==================== block 1
$ cat src/rtl/matrix_acc_drain_pkg.sv
// Shared constants and state encoding for the matrix accumulator drain block.
package matrix_acc_drain_pkg;

  localparam int N_LINES = 4;
  localparam int LINE_W  = 32;
  localparam int LANE_W  = 8;
  localparam int IDX_W   = 2;

  typedef enum logic {
    IDLE  = 1'b0,
    DRAIN = 1'b1
  } state_t;

endpackage

$ cat src/rtl/matrix_acc_drain_if.sv
// Valid/ready stream carrying accumulator lines out of the drain block.
interface matrix_acc_drain_if;
  import matrix_acc_drain_pkg::*;

  logic              out_valid;
  logic              out_ready;
  logic [LINE_W-1:0] out_data;
  logic [IDX_W-1:0]  out_idx;
  logic              out_last;

  modport master (
    output out_valid, out_data, out_idx, out_last,
    input  out_ready
  );

  modport slave (
    input  out_valid, out_data, out_idx, out_last,
    output out_ready
  );

endinterface

$ cat src/rtl/matrix_acc_drain.sv
// Accumulator line store with a serial valid/ready drain port.
// Build option: MATRIX_ACC_CLR_ON_DRAIN_EN zeroes the lines when a drain completes.
//
// state | meaning
// IDLE  | lines accept writes/clears, stream idle
// DRAIN | lines frozen, one line per handshake on the stream
module matrix_acc_drain
  import matrix_acc_drain_pkg::*;
#(
  parameter int N_LINES = matrix_acc_drain_pkg::N_LINES,
  parameter int LINE_W  = matrix_acc_drain_pkg::LINE_W
) (
  input  logic                           clk,
  input  logic                           rstn,
  input  logic                           acc_we,
  input  logic [N_LINES-1:0][LINE_W-1:0] acc_wdata,
  input  logic                           acc_clr,
  output logic [N_LINES-1:0][LINE_W-1:0] acc_lines,
  input  logic                           drain_start,
  output logic                           drain_busy,
  output logic                           drain_done,
  matrix_acc_drain_if.master             drn
);

  state_t                         state, state_next;
  logic [N_LINES-1:0][LINE_W-1:0] lines, lines_next;
  logic [IDX_W-1:0]               idx, idx_next;
  logic [LINE_W-1:0]              data, data_next;
  logic                           done_next;
  logic                           handshake;

  always_ff @(posedge clk or negedge rstn) begin
    if (!rstn) state <= IDLE;
    else       state <= state_next;
  end

  always_ff @(posedge clk or negedge rstn) begin
    if (!rstn) begin
      lines      <= '0;
      idx        <= '0;
      data       <= '0;
      drain_done <= 1'b0;
    end else begin
      lines      <= lines_next;
      idx        <= idx_next;
      data       <= data_next;
      drain_done <= done_next;
    end
  end

  assign handshake = (state == DRAIN) && drn.out_ready;

  always_comb begin
    state_next = state;
    lines_next = lines;
    idx_next   = idx;
    data_next  = data;
    done_next  = 1'b0;
    case (state)
      IDLE: begin
        if (acc_clr) begin
          lines_next = '0;
        end else begin
          if (acc_we) lines_next = acc_wdata;
          // a same-cycle write is visible to the first drained line
          if (drain_start) begin
            state_next = DRAIN;
            idx_next   = '0;
            data_next  = lines_next[0];
          end
        end
      end
      DRAIN: begin
        if (acc_clr) begin
          state_next = IDLE;
          lines_next = '0;
          idx_next   = '0;
          data_next  = '0;
        end else if (handshake) begin
          if (idx == IDX_W'(N_LINES - 1)) begin
            state_next = IDLE;
            idx_next   = '0;
            data_next  = '0;
            done_next  = 1'b1;
`ifdef MATRIX_ACC_CLR_ON_DRAIN_EN
            lines_next = '0;
`else
            lines_next = lines;
`endif
          end else begin
            idx_next  = idx + 1'b1;
            data_next = lines[idx + 1'b1];
          end
        end
      end
    endcase
  end

  assign acc_lines     = lines;
  assign drain_busy    = (state == DRAIN);
  assign drn.out_valid = (state == DRAIN);
  assign drn.out_data  = data;
  assign drn.out_idx   = idx;
  assign drn.out_last  = (state == DRAIN) && (idx == IDX_W'(N_LINES - 1));

endmodule

$ cat src/flat_wrapper.sv
// flat-port wrapper written by rule: the top's interface ports become plain ports
module matrix_acc_drain_flat import matrix_acc_drain_pkg::*;
#(
  parameter int N_LINES = matrix_acc_drain_pkg::N_LINES,
  parameter int LINE_W  = matrix_acc_drain_pkg::LINE_W
)
  (clk, rstn, acc_we, acc_wdata, acc_clr, acc_lines, drain_start, drain_busy, drain_done, drn_out_valid, drn_out_data, drn_out_idx, drn_out_last, drn_out_ready);
  matrix_acc_drain_if drn_i ();
  input  logic clk;
  input  logic rstn;
  input  logic acc_we;
  input  logic [N_LINES-1:0][LINE_W-1:0] acc_wdata;
  input  logic acc_clr;
  output logic [N_LINES-1:0][LINE_W-1:0] acc_lines;
  input  logic drain_start;
  output logic drain_busy;
  output logic drain_done;
  output wire logic [$bits(drn_i.out_valid)-1:0] drn_out_valid;
  output wire logic [$bits(drn_i.out_data)-1:0] drn_out_data;
  output wire logic [$bits(drn_i.out_idx)-1:0] drn_out_idx;
  output wire logic [$bits(drn_i.out_last)-1:0] drn_out_last;
  input wire logic [$bits(drn_i.out_ready)-1:0] drn_out_ready;
  assign drn_out_valid = drn_i.out_valid;
  assign drn_out_data = drn_i.out_data;
  assign drn_out_idx = drn_i.out_idx;
  assign drn_out_last = drn_i.out_last;
  assign drn_i.out_ready = drn_out_ready;
  matrix_acc_drain #(.N_LINES(N_LINES), .LINE_W(LINE_W)) u_core (.clk(clk), .rstn(rstn), .acc_we(acc_we), .acc_wdata(acc_wdata), .acc_clr(acc_clr), .acc_lines(acc_lines), .drain_start(drain_start), .drain_busy(drain_busy), .drain_done(drain_done), .drn(drn_i));
endmodule
$ cat config.mk
export PLATFORM = sky130hd
export DESIGN_NAME = matrix_acc_drain_flat
export DESIGN_NICKNAME = d
export VERILOG_FILES = /design/src/rtl/matrix_acc_drain_pkg.sv /design/src/rtl/matrix_acc_drain_if.sv /design/src/rtl/matrix_acc_drain.sv /design/src/flat_wrapper.sv
export SDC_FILE = /design/constraint.sdc
export NUM_CORES = 1
export LEC_CHECK = 0
export CAP_MARGIN = 5
export CORE_MARGIN = 1.5
export CORE_UTILIZATION = 48
export DETAILED_ROUTE_END_ITERATION = 10
export PLACE_DENSITY = 0.85
export SYNTH_ARGS = -nofsm -noshare
export SYNTH_HDL_FRONTEND = slang
export SYNTH_SLANG_ARGS = --single-unit
$ cat constraint.sdc
create_clock -name clk -period 3.8 [get_ports clk]
set_input_delay 0.76 -clock clk [delete_from_list [all_inputs] [get_ports clk]]
set_output_delay 0.76 -clock clk [all_outputs]
set_load 0.05 [all_outputs]
==================== block 2
==> config.mk <==
export PLATFORM = sky130hd
export DESIGN_NAME = mp_rf_lut_ram_np_flat
export DESIGN_NICKNAME = d
export VERILOG_FILES = /design/src/rtl/mp_rf_lut_ram_np_if.sv /design/src/rtl/mp_rf_lut_ram_np.sv /design/src/flat_wrapper.sv
export SDC_FILE = /design/constraint.sdc
export NUM_CORES = 2
export LEC_CHECK = 0
export CORE_MARGIN = 2
export CORE_UTILIZATION = 58
export CTS_BUF_LIST = sky130_fd_sc_hd__clkbuf_8
export CTS_CLUSTER_SIZE = 30
export DETAILED_ROUTE_END_ITERATION = 16
export HOLD_SLACK_MARGIN = 0.03
export PLACE_DENSITY = 0.78
export SLEW_MARGIN = 10
export SYNTH_ARGS = -nofsm -noshare
export SYNTH_HDL_FRONTEND = slang
export SYNTH_SLANG_ARGS = --single-unit
==> constraint.sdc <==
create_clock -name clk -period 3 [get_ports clk]
set_clock_uncertainty 0.15 [all_clocks]
set_input_delay 0.3 -clock clk [delete_from_list [all_inputs] [get_ports clk]]
set_output_delay 0.3 -clock clk [all_outputs]
set_load 0.1 [all_outputs]
==> src/rtl/mp_rf_lut_ram_np_if.sv <==
// Bus bundle for mp_rf_lut_ram_np: write port, NRD read ports, clear/dump control.
// The master modport drives requests; the slave modport is the register file side.
interface mp_rf_lut_ram_np_if #(
  parameter int WIDTH = 32,
  parameter int AW    = 5,
  parameter int NRD   = 2
);
  logic                 we;
  logic [AW-1:0]        wa;
  logic [WIDTH-1:0]     di;
  logic                 wr_ok;
  logic [NRD-1:0]       re;
  logic [NRD*AW-1:0]    ra;
  logic [NRD*WIDTH-1:0] rdata;
  logic [NRD-1:0]       rvalid;
  logic                 clr;
  logic                 dump_req;
  logic                 busy;
  logic                 dump_valid;
  logic [AW-1:0]        dump_addr;
  logic [WIDTH-1:0]     dump_data;
  logic                 dump_last;

  modport master (
    output we, wa, di, re, ra, clr, dump_req,
    input  wr_ok, rdata, rvalid, busy, dump_valid, dump_addr, dump_data, dump_last
  );

  modport slave (
    input  we, wa, di, re, ra, clr, dump_req,
    output wr_ok, rdata, rvalid, busy, dump_valid, dump_addr, dump_data, dump_last
  );
endinterface

==> src/rtl/mp_rf_lut_ram_np.sv <==
// Multi-port LUT-RAM register file with a clear walker and streaming dump engine.
// Define RF_BYPASS_EN to forward same-cycle write data to reads and dump beats.
module mp_rf_lut_ram_np #(
  parameter int WIDTH = 32,
  parameter int DEPTH = 32,
  parameter int AW    = 5,
  parameter int NRD   = 2
) (
  input logic                clk,
  input logic                rst_n,
  mp_rf_lut_ram_np_if.slave  bus
);

  typedef enum logic [1:0] {CLEAR, IDLE, DUMP} state_t;

  localparam logic [AW-1:0] LAST = AW'(DEPTH - 1);

  state_t                 state_q, state_d;
  logic [AW-1:0]          ptr_q, ptr_d;
  logic [NRD*WIDTH-1:0]   rdata_q, rdata_d;
  logic [NRD-1:0]         rvalid_q, rvalid_d;
  logic                   dump_valid_q, dump_valid_d;
  logic                   dump_last_q, dump_last_d;
  logic [AW-1:0]          dump_addr_q, dump_addr_d;
  logic [WIDTH-1:0]       dump_data_q, dump_data_d;
  logic                   busy_q, busy_d;

  logic [WIDTH-1:0]       ram [DEPTH];
  logic                   user_wr;
  logic                   ram_we;
  logic [AW-1:0]          ram_wa;
  logic [WIDTH-1:0]       ram_wd;
  // Slice k < NRD feeds read port k; slice NRD feeds the dump engine.
  logic [(NRD+1)*WIDTH-1:0] rd_flat;

  always_comb begin
    user_wr = bus.we && (state_q != CLEAR) && (int'(bus.wa) < DEPTH);
    ram_we  = (state_q == CLEAR) || user_wr;
    ram_wa  = (state_q == CLEAR) ? ptr_q : bus.wa;
    ram_wd  = (state_q == CLEAR) ? '0 : bus.di;
  end

  always_ff @(posedge clk) begin
    if (ram_we) ram[ram_wa] <= ram_wd;
  end

  for (genvar gi = 0; gi <= NRD; gi++) begin : g_rd
    logic [AW-1:0]    addr;
    logic [WIDTH-1:0] word;
    if (gi < NRD) begin : g_port
      assign addr = bus.ra[gi*AW +: AW];
    end else begin : g_dump
      assign addr = ptr_q;
    end
    always_comb begin
      word = '0;
      if (int'(addr) < DEPTH) word = ram[addr];
`ifdef RF_BYPASS_EN
      if (user_wr && (addr == bus.wa)) word = bus.di;
`endif
    end
    assign rd_flat[gi*WIDTH +: WIDTH] = word;
  end

  always_comb begin
    state_d      = state_q;
    ptr_d        = ptr_q;
    rdata_d      = rdata_q;
    rvalid_d     = '0;
    dump_valid_d = 1'b0;
    dump_last_d  = 1'b0;
    dump_addr_d  = dump_addr_q;
    dump_data_d  = dump_data_q;

    for (int k = 0; k < NRD; k++) begin
      if (bus.re[k] && (state_q != CLEAR)) begin
        rdata_d[k*WIDTH +: WIDTH] = rd_flat[k*WIDTH +: WIDTH];
        rvalid_d[k]               = 1'b1;
      end
    end

    case (state_q)
      CLEAR: begin
        if (bus.clr) begin
          ptr_d = '0;
        end else if (ptr_q == LAST) begin
          state_d = IDLE;
          ptr_d   = '0;
        end else begin
          ptr_d = ptr_q + 1'b1;
        end
      end
      IDLE: begin
        ptr_d = '0;
        if (bus.clr)           state_d = CLEAR;
        else if (bus.dump_req) state_d = DUMP;
      end
      DUMP: begin
        if (bus.clr) begin
          state_d = CLEAR;
          ptr_d   = '0;
        end else begin
          dump_valid_d = 1'b1;
          dump_addr_d  = ptr_q;
          dump_data_d  = rd_flat[NRD*WIDTH +: WIDTH];
          dump_last_d  = (ptr_q == LAST);
          if (ptr_q == LAST) begin
            state_d = IDLE;
            ptr_d   = '0;
          end else begin
            ptr_d = ptr_q + 1'b1;
          end
        end
      end
      default: begin
        state_d = CLEAR;
        ptr_d   = '0;
      end
    endcase

    // Keep busy up through the final dump beat, which is presented after the FSM is back in IDLE.
    busy_d = (state_d != IDLE) || dump_valid_d;
  end

  always_ff @(posedge clk or negedge rst_n) begin
    if (!rst_n) begin
      state_q      <= CLEAR;
      ptr_q        <= '0;
      rdata_q      <= '0;
      rvalid_q     <= '0;
      dump_valid_q <= 1'b0;
      dump_last_q  <= 1'b0;
      dump_addr_q  <= '0;
      dump_data_q  <= '0;
      busy_q       <= 1'b1;
    end else begin
      state_q      <= state_d;
      ptr_q        <= ptr_d;
      rdata_q      <= rdata_d;
      rvalid_q     <= rvalid_d;
      dump_valid_q <= dump_valid_d;
      dump_last_q  <= dump_last_d;
      dump_addr_q  <= dump_addr_d;
      dump_data_q  <= dump_data_d;
      busy_q       <= busy_d;
    end
  end

  assign bus.wr_ok      = (state_q != CLEAR);
  assign bus.rdata      = rdata_q;
  assign bus.rvalid     = rvalid_q;
  assign bus.busy       = busy_q;
  assign bus.dump_valid = dump_valid_q;
  assign bus.dump_addr  = dump_addr_q;
  assign bus.dump_data  = dump_data_q;
  assign bus.dump_last  = dump_last_q;

endmodule

==> src/flat_wrapper.sv <==
// flat-port wrapper written by rule: the top's interface ports become plain ports
module mp_rf_lut_ram_np_flat 
#(
  parameter int WIDTH = 32,
  parameter int DEPTH = 32,
  parameter int AW    = 5,
  parameter int NRD   = 2
)
  (clk, rst_n, bus_we, bus_wa, bus_di, bus_re, bus_ra, bus_clr, bus_dump_req, bus_wr_ok, bus_rdata, bus_rvalid, bus_busy, bus_dump_valid, bus_dump_addr, bus_dump_data, bus_dump_last);
  mp_rf_lut_ram_np_if #(.WIDTH(WIDTH), .AW(AW), .NRD(NRD)) bus_i ();
  input logic clk;
  input logic rst_n;
  input wire logic [$bits(bus_i.we)-1:0] bus_we;
  input wire logic [$bits(bus_i.wa)-1:0] bus_wa;
  input wire logic [$bits(bus_i.di)-1:0] bus_di;
  input wire logic [$bits(bus_i.re)-1:0] bus_re;
  input wire logic [$bits(bus_i.ra)-1:0] bus_ra;
  input wire logic [$bits(bus_i.clr)-1:0] bus_clr;
  input wire logic [$bits(bus_i.dump_req)-1:0] bus_dump_req;
  output wire logic [$bits(bus_i.wr_ok)-1:0] bus_wr_ok;
  output wire logic [$bits(bus_i.rdata)-1:0] bus_rdata;
  output wire logic [$bits(bus_i.rvalid)-1:0] bus_rvalid;
  output wire logic [$bits(bus_i.busy)-1:0] bus_busy;
  output wire logic [$bits(bus_i.dump_valid)-1:0] bus_dump_valid;
  output wire logic [$bits(bus_i.dump_addr)-1:0] bus_dump_addr;
  output wire logic [$bits(bus_i.dump_data)-1:0] bus_dump_data;
  output wire logic [$bits(bus_i.dump_last)-1:0] bus_dump_last;
  assign bus_i.we = bus_we;
  assign bus_i.wa = bus_wa;
  assign bus_i.di = bus_di;
  assign bus_i.re = bus_re;
  assign bus_i.ra = bus_ra;
  assign bus_i.clr = bus_clr;
  assign bus_i.dump_req = bus_dump_req;
  assign bus_wr_ok = bus_i.wr_ok;
  assign bus_rdata = bus_i.rdata;
  assign bus_rvalid = bus_i.rvalid;
  assign bus_busy = bus_i.busy;
  assign bus_dump_valid = bus_i.dump_valid;
  assign bus_dump_addr = bus_i.dump_addr;
  assign bus_dump_data = bus_i.dump_data;
  assign bus_dump_last = bus_i.dump_last;
  mp_rf_lut_ram_np #(.WIDTH(WIDTH), .DEPTH(DEPTH), .AW(AW), .NRD(NRD)) u_core (.clk(clk), .rst_n(rst_n), .bus(bus_i));
endmodule
==================== block 3
$ cat src/rtl/job_register_pkg.sv
// Shared constants for the host slave register block: register offsets, field layout, bus FSM states.
package job_register_pkg;

    // Register offsets as decoded from address bits [7:4]
    localparam logic [3:0] OFS_REG0   = 4'h0;
    localparam logic [3:0] OFS_REG1   = 4'h1;
    localparam logic [3:0] OFS_REG2   = 4'h2;
    localparam logic [3:0] OFS_CTRL   = 4'h3;
    localparam logic [3:0] OFS_STATUS = 4'h4;

    // Field layout inside the 128-bit data word
    localparam int DIM_W      = 12;
    localparam int WIDTH_LSB  = 0;
    localparam int HEIGHT_LSB = 12;
    localparam int MEM_ADDR_W = 36;
    localparam int DEV_W      = 16;
    localparam int MEM_LSB    = 0;
    localparam int DEV_LSB    = 36;
    localparam int DIM_BITS   = 2 * DIM_W;
    localparam int LOC_BITS   = MEM_ADDR_W + DEV_W;

    // Bus handshake FSM
    typedef logic [1:0] bus_state_t;
    localparam bus_state_t ST_IDLE    = 2'd0;
    localparam bus_state_t ST_ACK     = 2'd1;
    localparam bus_state_t ST_RELEASE = 2'd2;

endpackage

$ cat src/rtl/job_channel_ctrl.sv
// Per-channel job tracker: busy flag, start pulse, done clear and a busy-fell flag for the interrupt.
module job_channel_ctrl (
    input  logic clk,
    input  logic rst,
    input  logic start_req,
    input  logic done,
    output logic busy,
    output logic start,
    output logic fell
);

    logic accept;

    // A done arriving with the start frees the channel in time, so the start wins.
    assign accept = start_req && (!busy || done);
    assign fell   = busy && done && !accept;

    always_ff @(posedge clk) begin
        if (rst) begin
            busy  <= 1'b0;
            start <= 1'b0;
        end else begin
            start <= accept;
            if (accept) begin
                busy <= 1'b1;
            end else if (done) begin
                busy <= 1'b0;
            end
        end
    end

endmodule

$ cat src/rtl/job_register_slave.sv
// Host slave register responder holding the image job configuration and per-channel start/busy.
// Optional macro JOBREG_IRQ_EN enables the completion interrupt; otherwise irq is tied low.
module job_register_slave
    import job_register_pkg::*;
#(
    parameter int NUM_CH = 4,
    parameter int ADDR_W = 36,
    parameter int DATA_W = 128
) (
    input  logic              clk,
    input  logic              rst,
    input  logic [ADDR_W-1:0] slave_address,
    input  logic              slave_wrreq,
    output logic              slave_wrack,
    input  logic [DATA_W-1:0] slave_datain,
    input  logic              slave_rdreq,
    output logic              slave_rdack,
    output logic [DATA_W-1:0] slave_dataout,
    output logic [11:0]       image_width,
    output logic [11:0]       image_height,
    output logic [35:0]       src_address,
    output logic [15:0]       src_device,
    output logic [35:0]       dst_address,
    output logic [15:0]       dst_device,
    output logic [NUM_CH-1:0] ch_start,
    input  logic [NUM_CH-1:0] ch_done,
    output logic              irq
);

    // Handshake: a request is sampled only in IDLE and must be held by the host until it sees
    // the 1-cycle ack; the FSM then waits for both requests low before accepting another.
    bus_state_t state;

    logic [NUM_CH-1:0] busy;
    logic [NUM_CH-1:0] start_req;
    logic [NUM_CH-1:0] fell;
    logic [3:0]        sel;
    logic              mapped;
    logic              wr_go;
    logic              rd_go;
    logic              ctrl_wr;
    logic              status_rd;
    logic [DATA_W-1:0] rd_data;

    assign sel       = slave_address[7:4];
    assign mapped    = (slave_address[ADDR_W-1:8] == '0);
    assign wr_go     = (state == ST_IDLE) && slave_wrreq;
    assign rd_go     = (state == ST_IDLE) && slave_rdreq && !slave_wrreq;
    assign ctrl_wr   = wr_go && mapped && (sel == OFS_CTRL);
    assign status_rd = rd_go && mapped && (sel == OFS_STATUS);
    assign start_req = ctrl_wr ? slave_datain[NUM_CH-1:0] : '0;

    always_comb begin
        rd_data = '0;
        if (mapped) begin
            case (sel)
                OFS_REG0:   rd_data[DIM_BITS-1:0] = {image_height, image_width};
                OFS_REG1:   rd_data[LOC_BITS-1:0] = {src_device, src_address};
                OFS_REG2:   rd_data[LOC_BITS-1:0] = {dst_device, dst_address};
                OFS_STATUS: rd_data[NUM_CH-1:0]   = busy;
                default:    rd_data = '0;
            endcase
        end
    end

    always_ff @(posedge clk) begin
        if (rst) begin
            state         <= ST_IDLE;
            slave_wrack   <= 1'b0;
            slave_rdack   <= 1'b0;
            slave_dataout <= '0;
            image_width   <= '0;
            image_height  <= '0;
            src_address   <= '0;
            src_device    <= '0;
            dst_address   <= '0;
            dst_device    <= '0;
        end else begin
            slave_wrack <= 1'b0;
            slave_rdack <= 1'b0;
            case (state)
                ST_IDLE: begin
                    if (wr_go) begin
                        slave_wrack <= 1'b1;
                        state       <= ST_ACK;
                        if (mapped) begin
                            case (sel)
                                OFS_REG0: begin
                                    image_width  <= slave_datain[WIDTH_LSB +: DIM_W];
                                    image_height <= slave_datain[HEIGHT_LSB +: DIM_W];
                                end
                                OFS_REG1: begin
                                    src_address <= slave_datain[MEM_LSB +: MEM_ADDR_W];
                                    src_device  <= slave_datain[DEV_LSB +: DEV_W];
                                end
                                OFS_REG2: begin
                                    dst_address <= slave_datain[MEM_LSB +: MEM_ADDR_W];
                                    dst_device  <= slave_datain[DEV_LSB +: DEV_W];
                                end
                                default: ;
                            endcase
                        end
                    end else if (rd_go) begin
                        slave_rdack   <= 1'b1;
                        slave_dataout <= rd_data;
                        state         <= ST_ACK;
                    end
                end
                ST_ACK: begin
                    state <= ST_RELEASE;
                end
                ST_RELEASE: begin
                    if (!slave_wrreq && !slave_rdreq) begin
                        state <= ST_IDLE;
                    end
                end
                default: begin
                    state <= ST_IDLE;
                end
            endcase
        end
    end

    for (genvar i = 0; i < NUM_CH; i++) begin : g_ch
        job_channel_ctrl u_ch (
            .clk       (clk),
            .rst       (rst),
            .start_req (start_req[i]),
            .done      (ch_done[i]),
            .busy      (busy[i]),
            .start     (ch_start[i]),
            .fell      (fell[i])
        );
    end

`ifdef JOBREG_IRQ_EN
    // A new completion in the same cycle as the clearing status read keeps irq set.
    always_ff @(posedge clk) begin
        if (rst) begin
            irq <= 1'b0;
        end else begin
            irq <= (|fell) | (irq & ~status_rd);
        end
    end
`else
    logic unused_irq;
    assign unused_irq = ^{fell, status_rd};
    assign irq = 1'b0;
`endif

    logic unused_bus;
    assign unused_bus = ^{slave_address[3:0], slave_datain[DATA_W-1:LOC_BITS]};

endmodule
$ cat config.mk
export PLATFORM = sky130hd
export DESIGN_NAME = job_register_slave
export DESIGN_NICKNAME = d
export VERILOG_FILES = /design/src/rtl/job_register_pkg.sv /design/src/rtl/job_channel_ctrl.sv /design/src/rtl/job_register_slave.sv
export SDC_FILE = /design/constraint.sdc
export NUM_CORES = 1
export LEC_CHECK = 0
export ABC_CLOCK_PERIOD_IN_PS = 4460
export CAP_MARGIN = 20
export CORE_AREA = 2 2 168 170
export DETAILED_ROUTE_END_ITERATION = 10
export DIE_AREA = 0 0 170 172
export PLACE_DENSITY = 0.67
export SETUP_SLACK_MARGIN = 0.05
export SLEW_MARGIN = 20
export SYNTH_ARGS = -nofsm -noshare
export SYNTH_HDL_FRONTEND = slang
export SYNTH_SLANG_ARGS = --single-unit
$ cat constraint.sdc
create_clock -name clk -period 4.46 [get_ports clk]
set_input_delay 0.892 -clock clk [delete_from_list [all_inputs] [get_ports clk]]
set_output_delay 0.892 -clock clk [all_outputs]
set_load 0.01 [all_outputs]
==================== block 4
--- src/rtl/jointer_sequencer_if.sv ---
// Bundle of signals between the jointer sequencer and its surroundings
// (job issuer, joint select line, matrix unit, result consumer).
// The slave modport is the sequencer's view; the master modport is the
// environment that issues jobs, answers mat_start and consumes the result.
`timescale 1ns/1ps

interface jointer_sequencer_if #(
    parameter int PASS_W = 4
);
    // job request side
    logic              start;
    logic [PASS_W-1:0] num_pass;
    logic              busy;
    // joint / buffer / matrix unit side
    logic              selector;
    logic              buf_rd;
    logic              mat_start;
    logic              mat_done;
    logic [PASS_W-1:0] pass_idx;
    // result handshake
    logic              res_valid;
    logic              res_ready;
    logic              err;

    modport slave (
        input  start,
        input  num_pass,
        input  mat_done,
        input  res_ready,
        output busy,
        output selector,
        output buf_rd,
        output mat_start,
        output pass_idx,
        output res_valid,
        output err
    );

    modport master (
        output start,
        output num_pass,
        output mat_done,
        output res_ready,
        input  busy,
        input  selector,
        input  buf_rd,
        input  mat_start,
        input  pass_idx,
        input  res_valid,
        input  err
    );
endinterface

--- src/rtl/jointer_sequencer.sv ---
// jointer_sequencer: runs a job of N matrix passes through the
// matrix-unit / buffer joint. Pass 0 reads operands from the buffer
// (selector=1), later passes feed the matrix output back (selector=0).
// Each pass pulses mat_start and waits for mat_done; the final result is
// offered with a res_valid/res_ready handshake. num_pass=0 passes the
// buffer straight through to the result without touching the matrix unit.
//
// Optional feature: define JOINTER_TIMEOUT_EN to add a WAIT watchdog of
// TMO_W bits that aborts the job and raises a sticky err flag. Without the
// macro WAIT holds indefinitely and err is tied low.
`timescale 1ns/1ps

module jointer_sequencer #(
    parameter int PASS_W = 4,
    parameter int TMO_W  = 8
) (
    input  logic                  clk,
    input  logic                  rst_n,
    jointer_sequencer_if.slave    bus
);

    typedef enum logic [1:0] {
        IDLE  = 2'd0,
        ISSUE = 2'd1,
        WAIT  = 2'd2,
        DONE  = 2'd3
    } state_t;

    state_t            state_reg;
    logic              busy_reg;
    logic              selector_reg;
    logic              buf_rd_reg;
    logic              mat_start_reg;
    logic              res_valid_reg;
    logic [PASS_W-1:0] pass_idx_reg;
    logic [PASS_W-1:0] num_pass_reg;

    // the pass currently in flight is the last one of the job
    logic              last_pass;
    assign last_pass = (pass_idx_reg == (num_pass_reg - PASS_W'(1)));

`ifdef JOINTER_TIMEOUT_EN
    // Abort on the WAIT cycle whose increment would bring the count to
    // 2^TMO_W-1, i.e. after 2^TMO_W-1 WAIT cycles without mat_done.
    localparam logic [TMO_W-1:0] TMO_ABORT_AT = {{(TMO_W-1){1'b1}}, 1'b0};

    logic [TMO_W-1:0]  tmo_cnt_reg;
    logic              err_reg;
    logic              tmo_expire;
    assign tmo_expire = (tmo_cnt_reg == TMO_ABORT_AT);
`endif

    // sequencer FSM: all outputs are registered alongside the state
    always_ff @(posedge clk or negedge rst_n) begin
        if (!rst_n) begin
            state_reg     <= IDLE;
            busy_reg      <= 1'b0;
            selector_reg  <= 1'b1;
            buf_rd_reg    <= 1'b0;
            mat_start_reg <= 1'b0;
            res_valid_reg <= 1'b0;
            pass_idx_reg  <= '0;
            num_pass_reg  <= '0;
`ifdef JOINTER_TIMEOUT_EN
            tmo_cnt_reg   <= '0;
            err_reg       <= 1'b0;
`endif
        end else begin
            // single-cycle strobes fall back low unless re-armed below
            buf_rd_reg    <= 1'b0;
            mat_start_reg <= 1'b0;

            case (state_reg)
                IDLE: begin
                    if (bus.start) begin
                        num_pass_reg <= bus.num_pass;
                        busy_reg     <= 1'b1;
                        selector_reg <= 1'b1;
                        buf_rd_reg   <= 1'b1;
                        pass_idx_reg <= '0;
`ifdef JOINTER_TIMEOUT_EN
                        err_reg      <= 1'b0;
`endif
                        if (bus.num_pass == '0) begin
                            // zero passes: buffer data is the result
                            state_reg     <= DONE;
                            res_valid_reg <= 1'b1;
                        end else begin
                            state_reg     <= ISSUE;
                            mat_start_reg <= 1'b1;
                        end
                    end
                end

                ISSUE: begin
                    // mat_done is not looked at here; the pass has only
                    // just been started
                    state_reg <= WAIT;
`ifdef JOINTER_TIMEOUT_EN
                    tmo_cnt_reg <= '0;
`endif
                end

                WAIT: begin
                    if (bus.mat_done) begin
                        selector_reg <= 1'b0;
                        if (last_pass) begin
                            state_reg     <= DONE;
                            res_valid_reg <= 1'b1;
                        end else begin
                            state_reg     <= ISSUE;
                            mat_start_reg <= 1'b1;
                            pass_idx_reg  <= pass_idx_reg + PASS_W'(1);
                        end
                    end
`ifdef JOINTER_TIMEOUT_EN
                    else if (tmo_expire) begin
                        // matrix unit never answered: drop the job
                        state_reg     <= IDLE;
                        err_reg       <= 1'b1;
                        busy_reg      <= 1'b0;
                        res_valid_reg <= 1'b0;
                        selector_reg  <= 1'b1;
                        pass_idx_reg  <= '0;
                    end else begin
                        tmo_cnt_reg <= tmo_cnt_reg + TMO_W'(1);
                    end
`endif
                end

                DONE: begin
                    // selector keeps pointing at the result source until
                    // the consumer takes it
                    if (bus.res_ready) begin
                        state_reg     <= IDLE;
                        res_valid_reg <= 1'b0;
                        busy_reg      <= 1'b0;
                        pass_idx_reg  <= '0;
                        selector_reg  <= 1'b1;
                    end
                end

                default: begin
                    state_reg <= IDLE;
                end
            endcase
        end
    end

    assign bus.busy      = busy_reg;
    assign bus.selector  = selector_reg;
    assign bus.buf_rd    = buf_rd_reg;
    assign bus.mat_start = mat_start_reg;
    assign bus.pass_idx  = pass_idx_reg;
    assign bus.res_valid = res_valid_reg;

`ifdef JOINTER_TIMEOUT_EN
    assign bus.err = err_reg;
`else
    // no watchdog in this build, so nothing can raise an error
    assign bus.err = 1'b0;
`endif

endmodule

--- src/flat_wrapper.sv ---
// flat-port wrapper written by rule: the top's interface ports become plain ports
module jointer_sequencer_flat 
#(
    parameter int PASS_W = 4,
    parameter int TMO_W  = 8
)
  (clk, rst_n, bus_start, bus_num_pass, bus_mat_done, bus_res_ready, bus_busy, bus_selector, bus_buf_rd, bus_mat_start, bus_pass_idx, bus_res_valid, bus_err);
  jointer_sequencer_if #(.PASS_W(PASS_W)) bus_i ();
  input  logic clk;
  input  logic rst_n;
  input wire logic [$bits(bus_i.start)-1:0] bus_start;
  input wire logic [$bits(bus_i.num_pass)-1:0] bus_num_pass;
  input wire logic [$bits(bus_i.mat_done)-1:0] bus_mat_done;
  input wire logic [$bits(bus_i.res_ready)-1:0] bus_res_ready;
  output wire logic [$bits(bus_i.busy)-1:0] bus_busy;
  output wire logic [$bits(bus_i.selector)-1:0] bus_selector;
  output wire logic [$bits(bus_i.buf_rd)-1:0] bus_buf_rd;
  output wire logic [$bits(bus_i.mat_start)-1:0] bus_mat_start;
  output wire logic [$bits(bus_i.pass_idx)-1:0] bus_pass_idx;
  output wire logic [$bits(bus_i.res_valid)-1:0] bus_res_valid;
  output wire logic [$bits(bus_i.err)-1:0] bus_err;
  assign bus_i.start = bus_start;
  assign bus_i.num_pass = bus_num_pass;
  assign bus_i.mat_done = bus_mat_done;
  assign bus_i.res_ready = bus_res_ready;
  assign bus_busy = bus_i.busy;
  assign bus_selector = bus_i.selector;
  assign bus_buf_rd = bus_i.buf_rd;
  assign bus_mat_start = bus_i.mat_start;
  assign bus_pass_idx = bus_i.pass_idx;
  assign bus_res_valid = bus_i.res_valid;
  assign bus_err = bus_i.err;
  jointer_sequencer #(.PASS_W(PASS_W), .TMO_W(TMO_W)) u_core (.clk(clk), .rst_n(rst_n), .bus(bus_i));
endmodule
--- config.mk ---
export PLATFORM = sky130hd
export DESIGN_NAME = jointer_sequencer_flat
export DESIGN_NICKNAME = d
export VERILOG_FILES = /design/src/rtl/jointer_sequencer_if.sv /design/src/rtl/jointer_sequencer.sv /design/src/flat_wrapper.sv
export SDC_FILE = /design/constraint.sdc
export NUM_CORES = 1
export LEC_CHECK = 0
export CORE_UTILIZATION = 52
export CTS_BUF_LIST = sky130_fd_sc_hd__clkbuf_16
export DETAILED_ROUTE_END_ITERATION = 16
export PLACE_DENSITY = 0.94
export SLEW_MARGIN = 15
export SYNTH_ARGS = -nofsm -noshare
export SYNTH_HDL_FRONTEND = slang
export SYNTH_SLANG_ARGS = --single-unit
--- constraint.sdc ---
create_clock -name clk -period 3.6 [get_ports clk]
set_clock_uncertainty 0.15 [all_clocks]
set_input_delay 1.08 -clock clk [delete_from_list [all_inputs] [get_ports clk]]
set_output_delay 1.08 -clock clk [all_outputs]
set_load 0.01 [all_outputs]

==> gallery <==
M3 wires.
Plate I
Scale: 1.5 px per um.
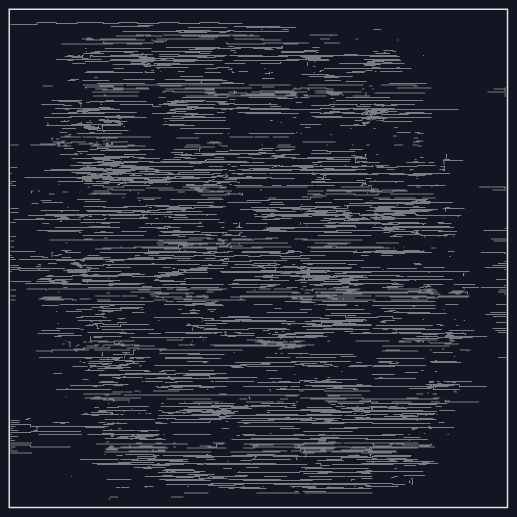
Plate II
Scale: 4 px per um.
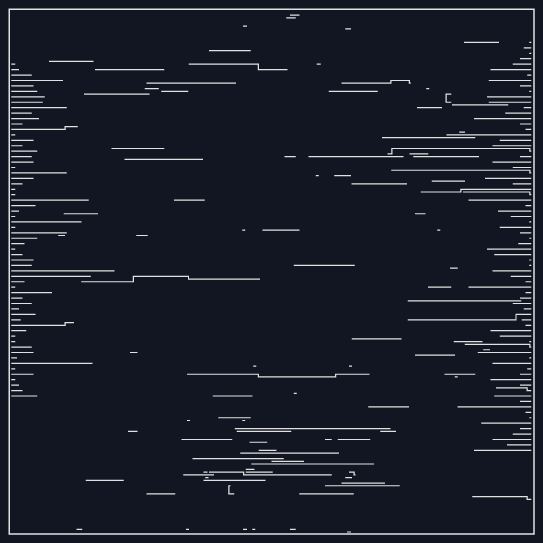
Plate III
Scale: 12 px per um.
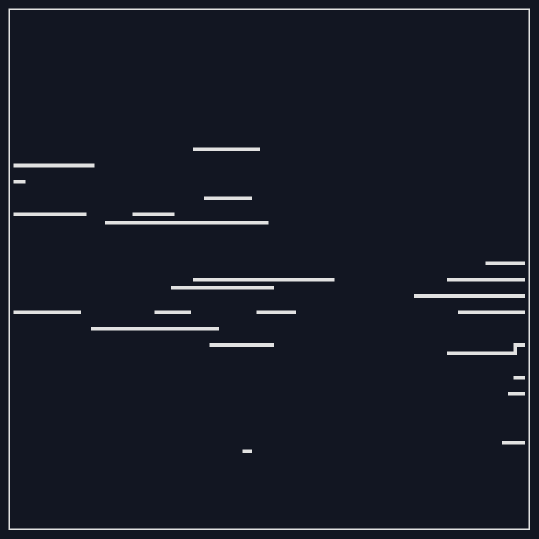
Plate IV
Scale: 3 px per um.
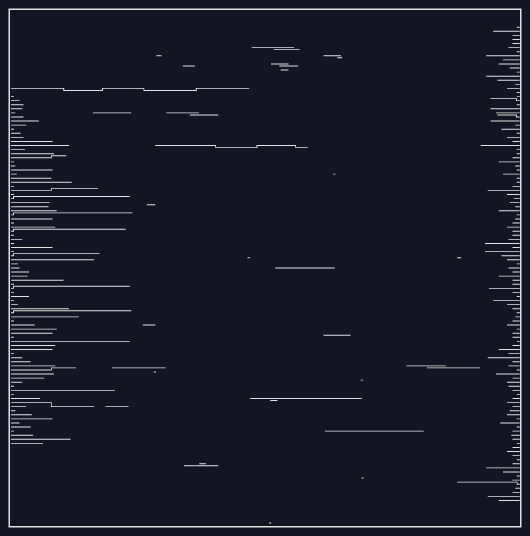
Block 1 is Plate II.
Block 3 is Plate IV.
Block 2 is Plate I.
Block 4 is Plate III.
Of these, largest die: Plate I

Key to Plate III:
The longest straight run is 13.3 um. The wires run mostly horizontal.

Fig. 1: block 3, clock wires, drivers and flops
Scale: 3 px per um.
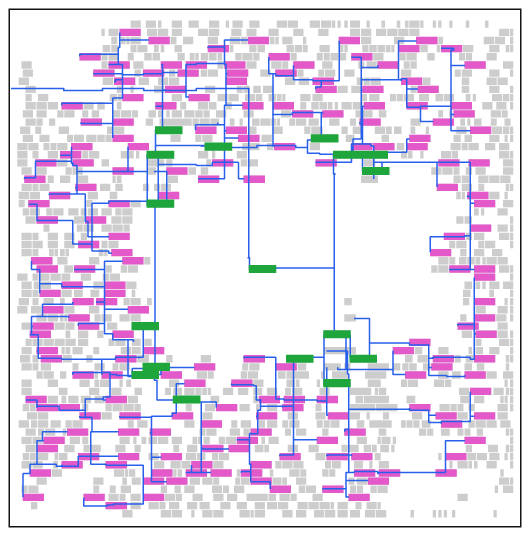
Key: cells driving clock nets = green [count 17]; flip-flops = magenta [count 192]; clock wires = blue [length 2570 um]
There are 18 routed clock nets. Position of the flops: spread over the die.

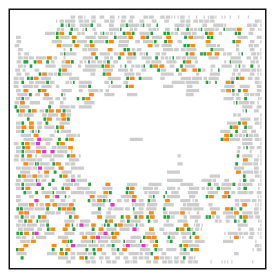
Fig. 2. Logic cells by family (block 3).
Scale: 1.5 px per um.
Key: NAND gates = green [cells 243, where spread over the die]; AND-OR and OR-AND gates = magenta [cells 19]; multiplexers = orange [cells 152, where spread over the die]

==> run summary, block 3 <==
Notes on the physical implementation.

- The flow ran to the end, and the final reports show no timing, DRC or antenna violations.
- Buffers inserted to repair hold after CTS numbered 0.
- In the CTS report, the clock slew at the register clock pins of the worst setup and hold paths is listed as 0.07 ns.
- The classification of the worst setup path is input port to register, for reference.
- Ranked by total cell area, the synthesized netlist is headed by sky130_fd_sc_hd__dfxtp_1, sky130_fd_sc_hd__mux2i_1, sky130_fd_sc_hd__nand2b_1.
- The via count of the first global-routing pass is 6972, for reference.
- The fraction of the yosys area taken by sequential cells is 43.2%, for reference.
- The remaining global-route overflow is 0, for reference.
- In the routed design, unresolved DRC markers number 0.
- On met3, the global router reports a usage of 4.81%.
- The count of flip-flops and latches is 192, for reference.
- The height of the die is 172 um, for reference.
- The xor/xnor share of the synthesized area is 0%, for reference.
- Entering global routing, the biggest net connects 134 pins.
- The top cell type in the final layout, fill and taps aside, is sky130_fd_sc_hd__clkdlybuf4s50_1.
- The design received a total of 346 well taps at floorplan.
- For this block, the routed nets add up to 26.1 mm of wire.
- The timing report lists the critical path depth as 7 cells.
- For reference, compound AND-OR and OR-AND cells occupy 8.20% of the area reported after synthesis.
- The share of final layout cell area taken by non-clock buffers is 23.9%, for reference.
- The number of diodes added for antenna fixing is 0, for reference.
- The highest routed metal layer is met4, for reference.
- For this run, global-route usage on met1 was measured as 22.1%.
- Ranked by flip-flop count, first place goes to slave_dataout.
- The family of cells with the greatest summed delay on the critical path is buffers and inverters, for reference.
- The synthesized design devotes to its leading area cell type 43.2% of total area.
- The biggest area consumer among synthesized cells is sky130_fd_sc_hd__dfxtp_1, for reference.
- The leakage dissipation is 4.14 nW, for reference.
- The sequential cells in the finished layout cover a total of 3840 um^2.
- Ranking logic cells in the layout by count gives the top entries sky130_fd_sc_hd__clkdlybuf4s50_1, sky130_fd_sc_hd__dfxtp_1, sky130_fd_sc_hd__nand2b_1, sky130_fd_sc_hd__mux2i_1, sky130_fd_sc_hd__conb_1.
- The sum of negative setup slack is 0 ns, for reference.
-- block 3: stage by stage --
stage / hold slack [ns] / setup slack, ns / instance area [um^2] / cells / power (mW)
floorplan: 0.454 / 1.85 / 9190 / 995 / 1.94
global placement: 0.439 / 1.15 / 11700 / 1481 / 2.01
detailed placement: 0.445 / 1.11 / 11700 / 1481 / 2.01
CTS: 0.456 / 1.56 / 12300 / 1513 / 3.66
global route: 0.470 / 1.39 / 12300 / 1513 / 3.75
finish: 0.451 / 1.55 / 12300 / 1513 / 3.61
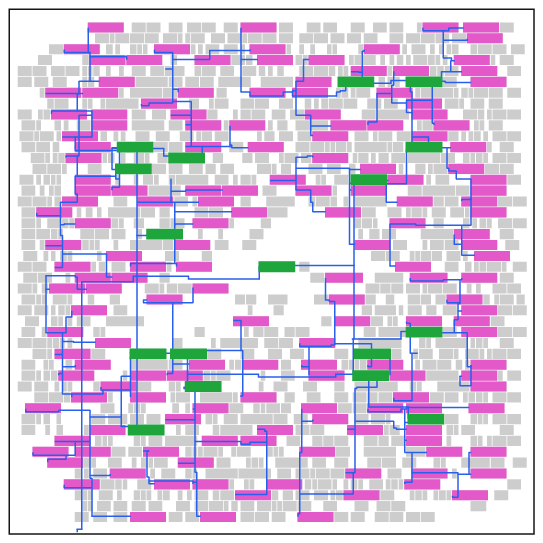
Fig. 3. Clock wires, drivers and flops (block 1).
Scale: 4 px per um.
Key: clock wires = blue [length 1980 um]; cells driving clock nets = green [count 17]; flip-flops = magenta [count 164]
Position of the flops: spread over the die.
Clk network pwr share: 33.8%
clk ins delay skew pair: 0.43 ns
clock distribution power: 1.67 mW
worst setup skew after layout: 0.0145 ns

==> run summary, block 1 <==
Notes on the physical implementation.

- The flow ran to the end, and the final reports show no timing, DRC or antenna violations.
- The half-perimeter wire length after placement is 17.5 mm, for reference.
- The startpoint of the worst setup timing path is u_core.drain_busy$_DFF_PN0_, for reference.
- The global routing usage on met1 is 39.1%, for reference.
- Compared with the post-synthesis result, the final layout area differs by 46.2%.
- Hold timing on the final database bottoms out at a slack of 0.351 ns.
- The critical path maximum fanout is 47.
- The average cell area after synthesis is 10.3 um^2, for reference.
- Non-clock buffers in the final layout number 312.
- The longest clock path from root to sink contains 2 buffers.
- The post-placement setup slack is 1.15 ns, for reference.
- The routed length on met3 is 1.81 mm, for reference.
- The last timing report of the flow puts the setup violation total at 0.
- Per the detail_route log, met2 wirelength is 12.6 mm.
- The family of cells with the greatest summed delay on the critical path is flip-flops, for reference.
- The fraction of the yosys area taken by sequential cells is 52.3%, for reference.
- The prevailing logic family in the synthesized netlist is simple AND/OR/NAND/NOR gates, for reference.
- Cells with a size suffix above 1 make up 7.55% of the layout.
- The number of enable-type register cells in the synthesized netlist is 0, for reference.
- The post-synthesis share of cell area spent on and, or, nand and nor gates is 16.2%, for reference.
- The number of diodes added for antenna fixing is 0, for reference.
- After floorplanning, the core was divided into 46 placement rows.
- The synthesized netlist devotes 0.159% of its cell area to adder and majority cells.
- The H-tree generated during clock tree synthesis spans 4 levels.
- The initial antenna violation count was 0.
- After clock tree synthesis, the repair step resized 0 gates.
- The count of unresolved DRC violations after routing is 0, for reference.
- In this run, power in flip-flops and latches comes to 1.97 mW.
- The internal power of the cells totals 3.38 mW.
- The count of flip-flops and latches is 164, for reference.
- CTS added clock buffers totalling 17.
- The via count of the first global-routing pass is 6707.
- The post-synthesis cell area is 7850 um^2, for reference.
- The remaining global-route overflow is 0, for reference.
- The fraction of registers with async set/reset is 100%, for reference.
- The sum of negative setup slack is 0 ns, for reference.
- TritonRoute output was used to compute an average wire per cell of 20.2 um.
- The buffer_ports step reported a buffer count of 299.
- The placement-stage cell area is 10900 um^2, for reference.
- The number of non-clock inverters in the layout is 1, for reference.
- The met3 routing resource usage after global routing is 6.11%, for reference.
- The first global-routing pass estimated 37.9 mm of wire.
- The count of antenna-violating nets left after detailed routing is 0, for reference.
- The combinational logic power is 1.30 mW, for reference.
- TritonCTS built the clock tree.
- STA puts the critical path data required time at 3.04 ns.
- met2 track demand over resource after global routing is 49.0%.
- The floorplan core density is 49.2%, for reference.
block 1: cells in the mapped netlist (all sizes together) (2+ instances only):
cell type,number,area share (%)
mux2i,32,4.1
clkbuf,23,1.1
a221o,32,4.1
nand2b,2,0.16
buf,47,3.3
o21a,20,1.9
nor2b,2,0.19
nand2,237,11
dfrtp,164,52
a21oi,108,6.9
mux4,32,9.3
nor3b,33,3.2
nor2,22,1.1
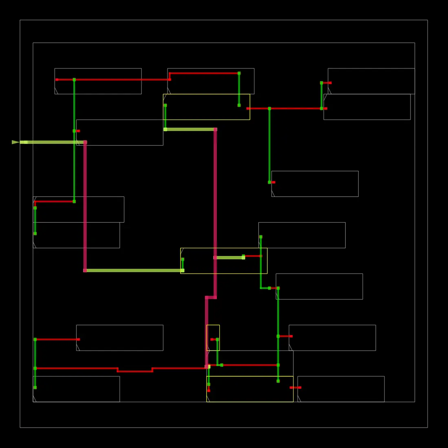
Fig. 4. Clock nets (block 4).
CTS buffer count: 3
CTS Sinks: 15

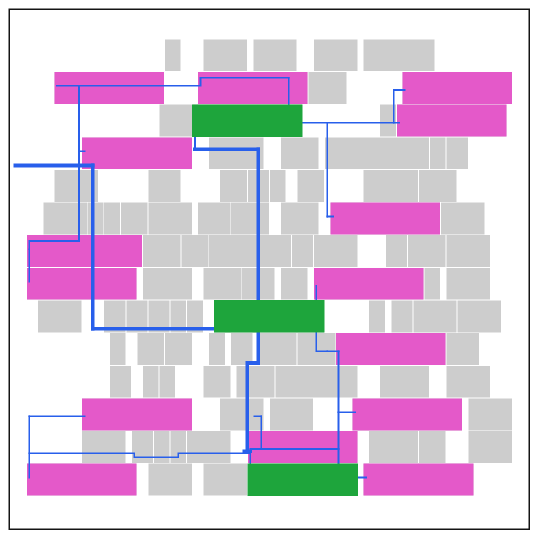
Fig. 5. Clock wires, drivers and flops (block 4).
Scale: 12 px per um.
Key: cells driving clock nets = green [count 3]; clock wires = blue [length 198 um]; flip-flops = magenta [count 15]
Position of the flops: spread over the die. There are 4 routed clock nets.
clk ins delay skew pair: 0.24 ns
clock distribution power: 0.210 mW
Clk network pwr share: 20.9%

==> run summary, block 4 <==
Notes on the physical implementation.

- Setup repair after global routing left no endpoint under its margin.
- The total of plain and repair buffers excluding clock buffers is 17, for reference.
- The leakage dissipation is 0.487 nW, for reference.
- The repair_antennas step left the layout with diodes totalling 0.
- The sequential share of power is 32.7%, for reference.
- Ranked by total area, the top cell class in this layout is logic gates.
- The die is 43.2 um tall.
- The run finished with clean final reports.
- The hold path startpoint is u_core.bus.selector$_DFFE_PN1P_, for reference.
- The first global-routing pass estimated 3.30 mm of wire.
- The number of unique standard cell types used by synthesis is 44, for reference.
- The total power consumption of the routed design is 1.01 mW, for reference.
- In this run the mean area of a mapped cell was 10.4 um^2.
- The met3 routing resource usage after global routing is 4.26%, for reference.
- The finished layout reports a core utilization of 73.5%.
- Per the gpl log, the routability congestion estimate is 0.831.
- The via count of the first global-routing pass is 722, for reference.
- The floorplan has 14 rows.
- The post-route cell area is 1130 um^2, for reference.
- In the final layout, flip-flops and latches occupy 377 um^2.
- The start of the worst register-to-register path is u_core.num_pass_reg[0]$_DFFE_PN0P_, for reference.
- The share of final-layout standard cells stronger than drive strength 1 is 11.7%, for reference.
- Per the synthesis report, the dominant area consumer among library cells is sky130_fd_sc_hd__dfrtp_1.
- STA puts the critical path data arrival time at 2.67 ns.
- The upper clock frequency limit is 371 MHz, for reference.
- The hold-critical path depth is 2, for reference.
- For this run, the final setup violation count is recorded as 0.
- Using the TritonRoute via totals, the vias-per-cell ratio works out to 6.30.
- The proportion of synthesized area in mux cells is 3.68%, for reference.
- The dominant power group in this design is combinational logic.
- The initial antenna violation count is 0.
- The tightest min-delay check is of the register to register type.
- The per-cell routed wire length is 15.8 um, for reference.
- The final timing summary puts the cycle share of the worst path at 74.8%.
- During placement, the flow inserted port buffers numbering 17.
- Measured against its own limit, the worst slew margin works out to 54.7%.
- For reference, compound AND-OR and OR-AND cells occupy 14.9% of the area reported after synthesis.
- The half-perimeter wire length after placement is 1.31 mm, for reference.
- Endpoints failing hold in the final report were tallied at 0.
- The total vias in the final route is 750, for reference.
- The number of nets in the finished design is 115, for reference.
- sky130_fd_sc_hd__dfrtp_1 is the most common cell in the netlist.
- The post-synthesis share of cell area spent on and, or, nand and nor gates is 25.9%, for reference.
- The setup path with the least slack is of type input port to register.
- The endpoint kind of the worst setup timing path is a register, for reference.
- After synthesis, the largest area contributor takes up 39.7% of total cell area.
- The worst setup path is launched from an input port.
- The core area is 1540 um^2, for reference.
[block 4: critical path: stages]
cell	delay, ns
sky130_fd_sc_hd__clkdlybuf4s50_1	0.50
sky130_fd_sc_hd__nor3b_4	0.44
sky130_fd_sc_hd__nor2_4	0.10
sky130_fd_sc_hd__and4_1	0.22
sky130_fd_sc_hd__a311o_1	0.32
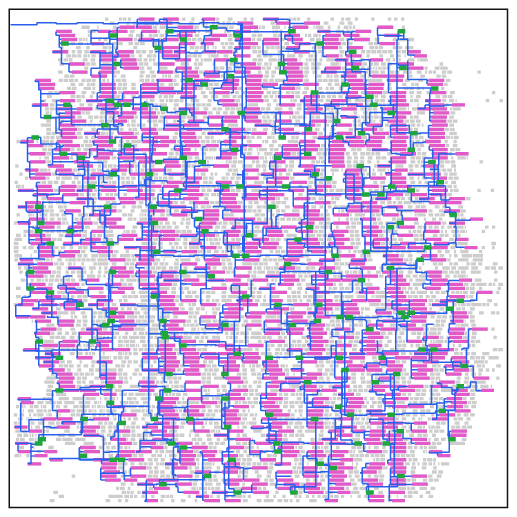
Fig. 6. Clock wires, drivers and flops (block 2).
Scale: 1.5 px per um.
Key: cells driving clock nets = green [count 186]; clock wires = blue [length 14400 um]; flip-flops = magenta [count 1137]
There are 187 routed clock nets. Position of the flops: spread over the die.
clock distribution power: 13.3 mW
clk ins delay skew pair: 0.88 ns

==> run summary, block 2 <==
Notes on the physical implementation.

- The flow reports that combinational logic draws 11.0% of the design power.
- The post-placement setup slack is -0.179 ns, for reference.
- The multi-input logic portion of the cell area is 37.5%, for reference.
- The maximum net fanout on the critical path is 32, for reference.
- The detailed-route wire length on metal 1 is 78.3 mm, for reference.
- The number of max-cap violations is 0, for reference.
- The height of the die is 331 um, for reference.
- The stat command in Yosys gives a chip area of 62100 um^2.
- After detailed routing, the number of remaining DRC violations is 0.
- Yosys stat counts 4489 cells in the synthesized netlist.
- In the power breakdown, the biggest contributor is registers.
- Averaged over all synthesized cells, the footprint is 13.8 um^2.
- The data arrival time at the worst-slack endpoint is 3.32 ns, for reference.
- After synthesis, the largest family of logic cells by area is multiplexers.
- The per-cell routed wire length is 34.6 um, for reference.
- Per the run report, area growth between synthesis and finish was 13.8%.
- For this run, the share of the core covered by cells in the final layout is 66.8%.
- The run finished with clean final reports.
- The fill cell total of the finished layout is 7415, for reference.
- The number of well taps is 1391, for reference.
- The clock tree from TritonCTS is built, for reference.
- The total power consumption of the routed design is 34.4 mW, for reference.
- The power report attributes to the sequential group a share of 50.4%.
- By instance count after routing, the leading logic cell type is sky130_fd_sc_hd__mux2i_1.
- Clock buffers in the final layout number 204.
- The non-clock inverters instantiated in the layout total 6.
- The cell count along the critical path is 7, for reference.
- The worst path in the final design needs a cycle of 2.95 ns, including I/O delays and setup.
- The most frequently used library cell after synthesis is sky130_fd_sc_hd__mux2i_1.
- The tool warning count is 31, for reference.
- The clock network is responsible for 38.6% of the overall power.
- The setup check on the worst reg-to-reg path leaves a slack of 0.05 ns.
- For this design the top-level I/O count stands at 161.
- The placement-stage cell area is 66900 um^2, for reference.
==> block 2: what timing repair did <==
action / in CTS / in global routing
buffers inserted: 3 / 0
resized: 1 / 0
endpoints found under the hold margin: 117 / 0
pin swaps: 1 / 0
endpoints found under the setup margin: 63 / 31
hold buffers: 8 / 0
==> block 2: registers in the layout (all words and copies together), names as in the netlist <==
register and count:
u_core.bus.busy 1, u_core.bus.dump_addr 5, u_core.bus.dump_data 32, u_core.bus.dump_last 1, u_core.bus.dump_valid 1, u_core.bus.rdata 64, u_core.bus.rvalid 2, u_core.g_rd.addr 5
u_core.ram 1024, u_core.state_q 2


==> layout pictures side by side <==
Signal wires by layer.
image #1
Scale: 1 px per um.
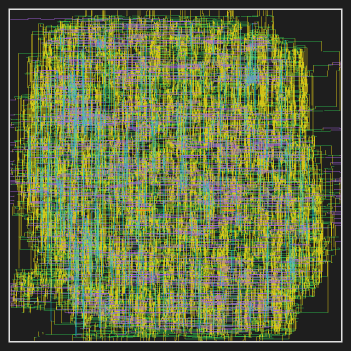
image #2
Scale: 6 px per um.
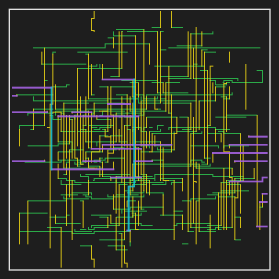
image #3
Scale: 1.5 px per um.
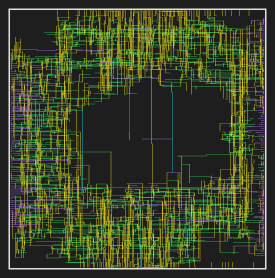
image #4
Scale: 2 px per um.
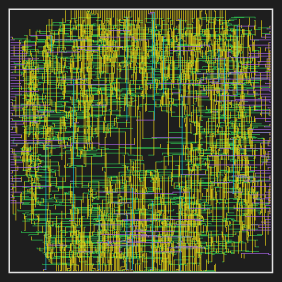
For block 2, see image #1.
For block 3, see image #3.
For block 1, see image #4.
For block 4, see image #2.
The one with the smallest die is image #2.
The one with the largest die is image #1.

Power figures rest on the tool's default switching activity, not on a simulated workload.
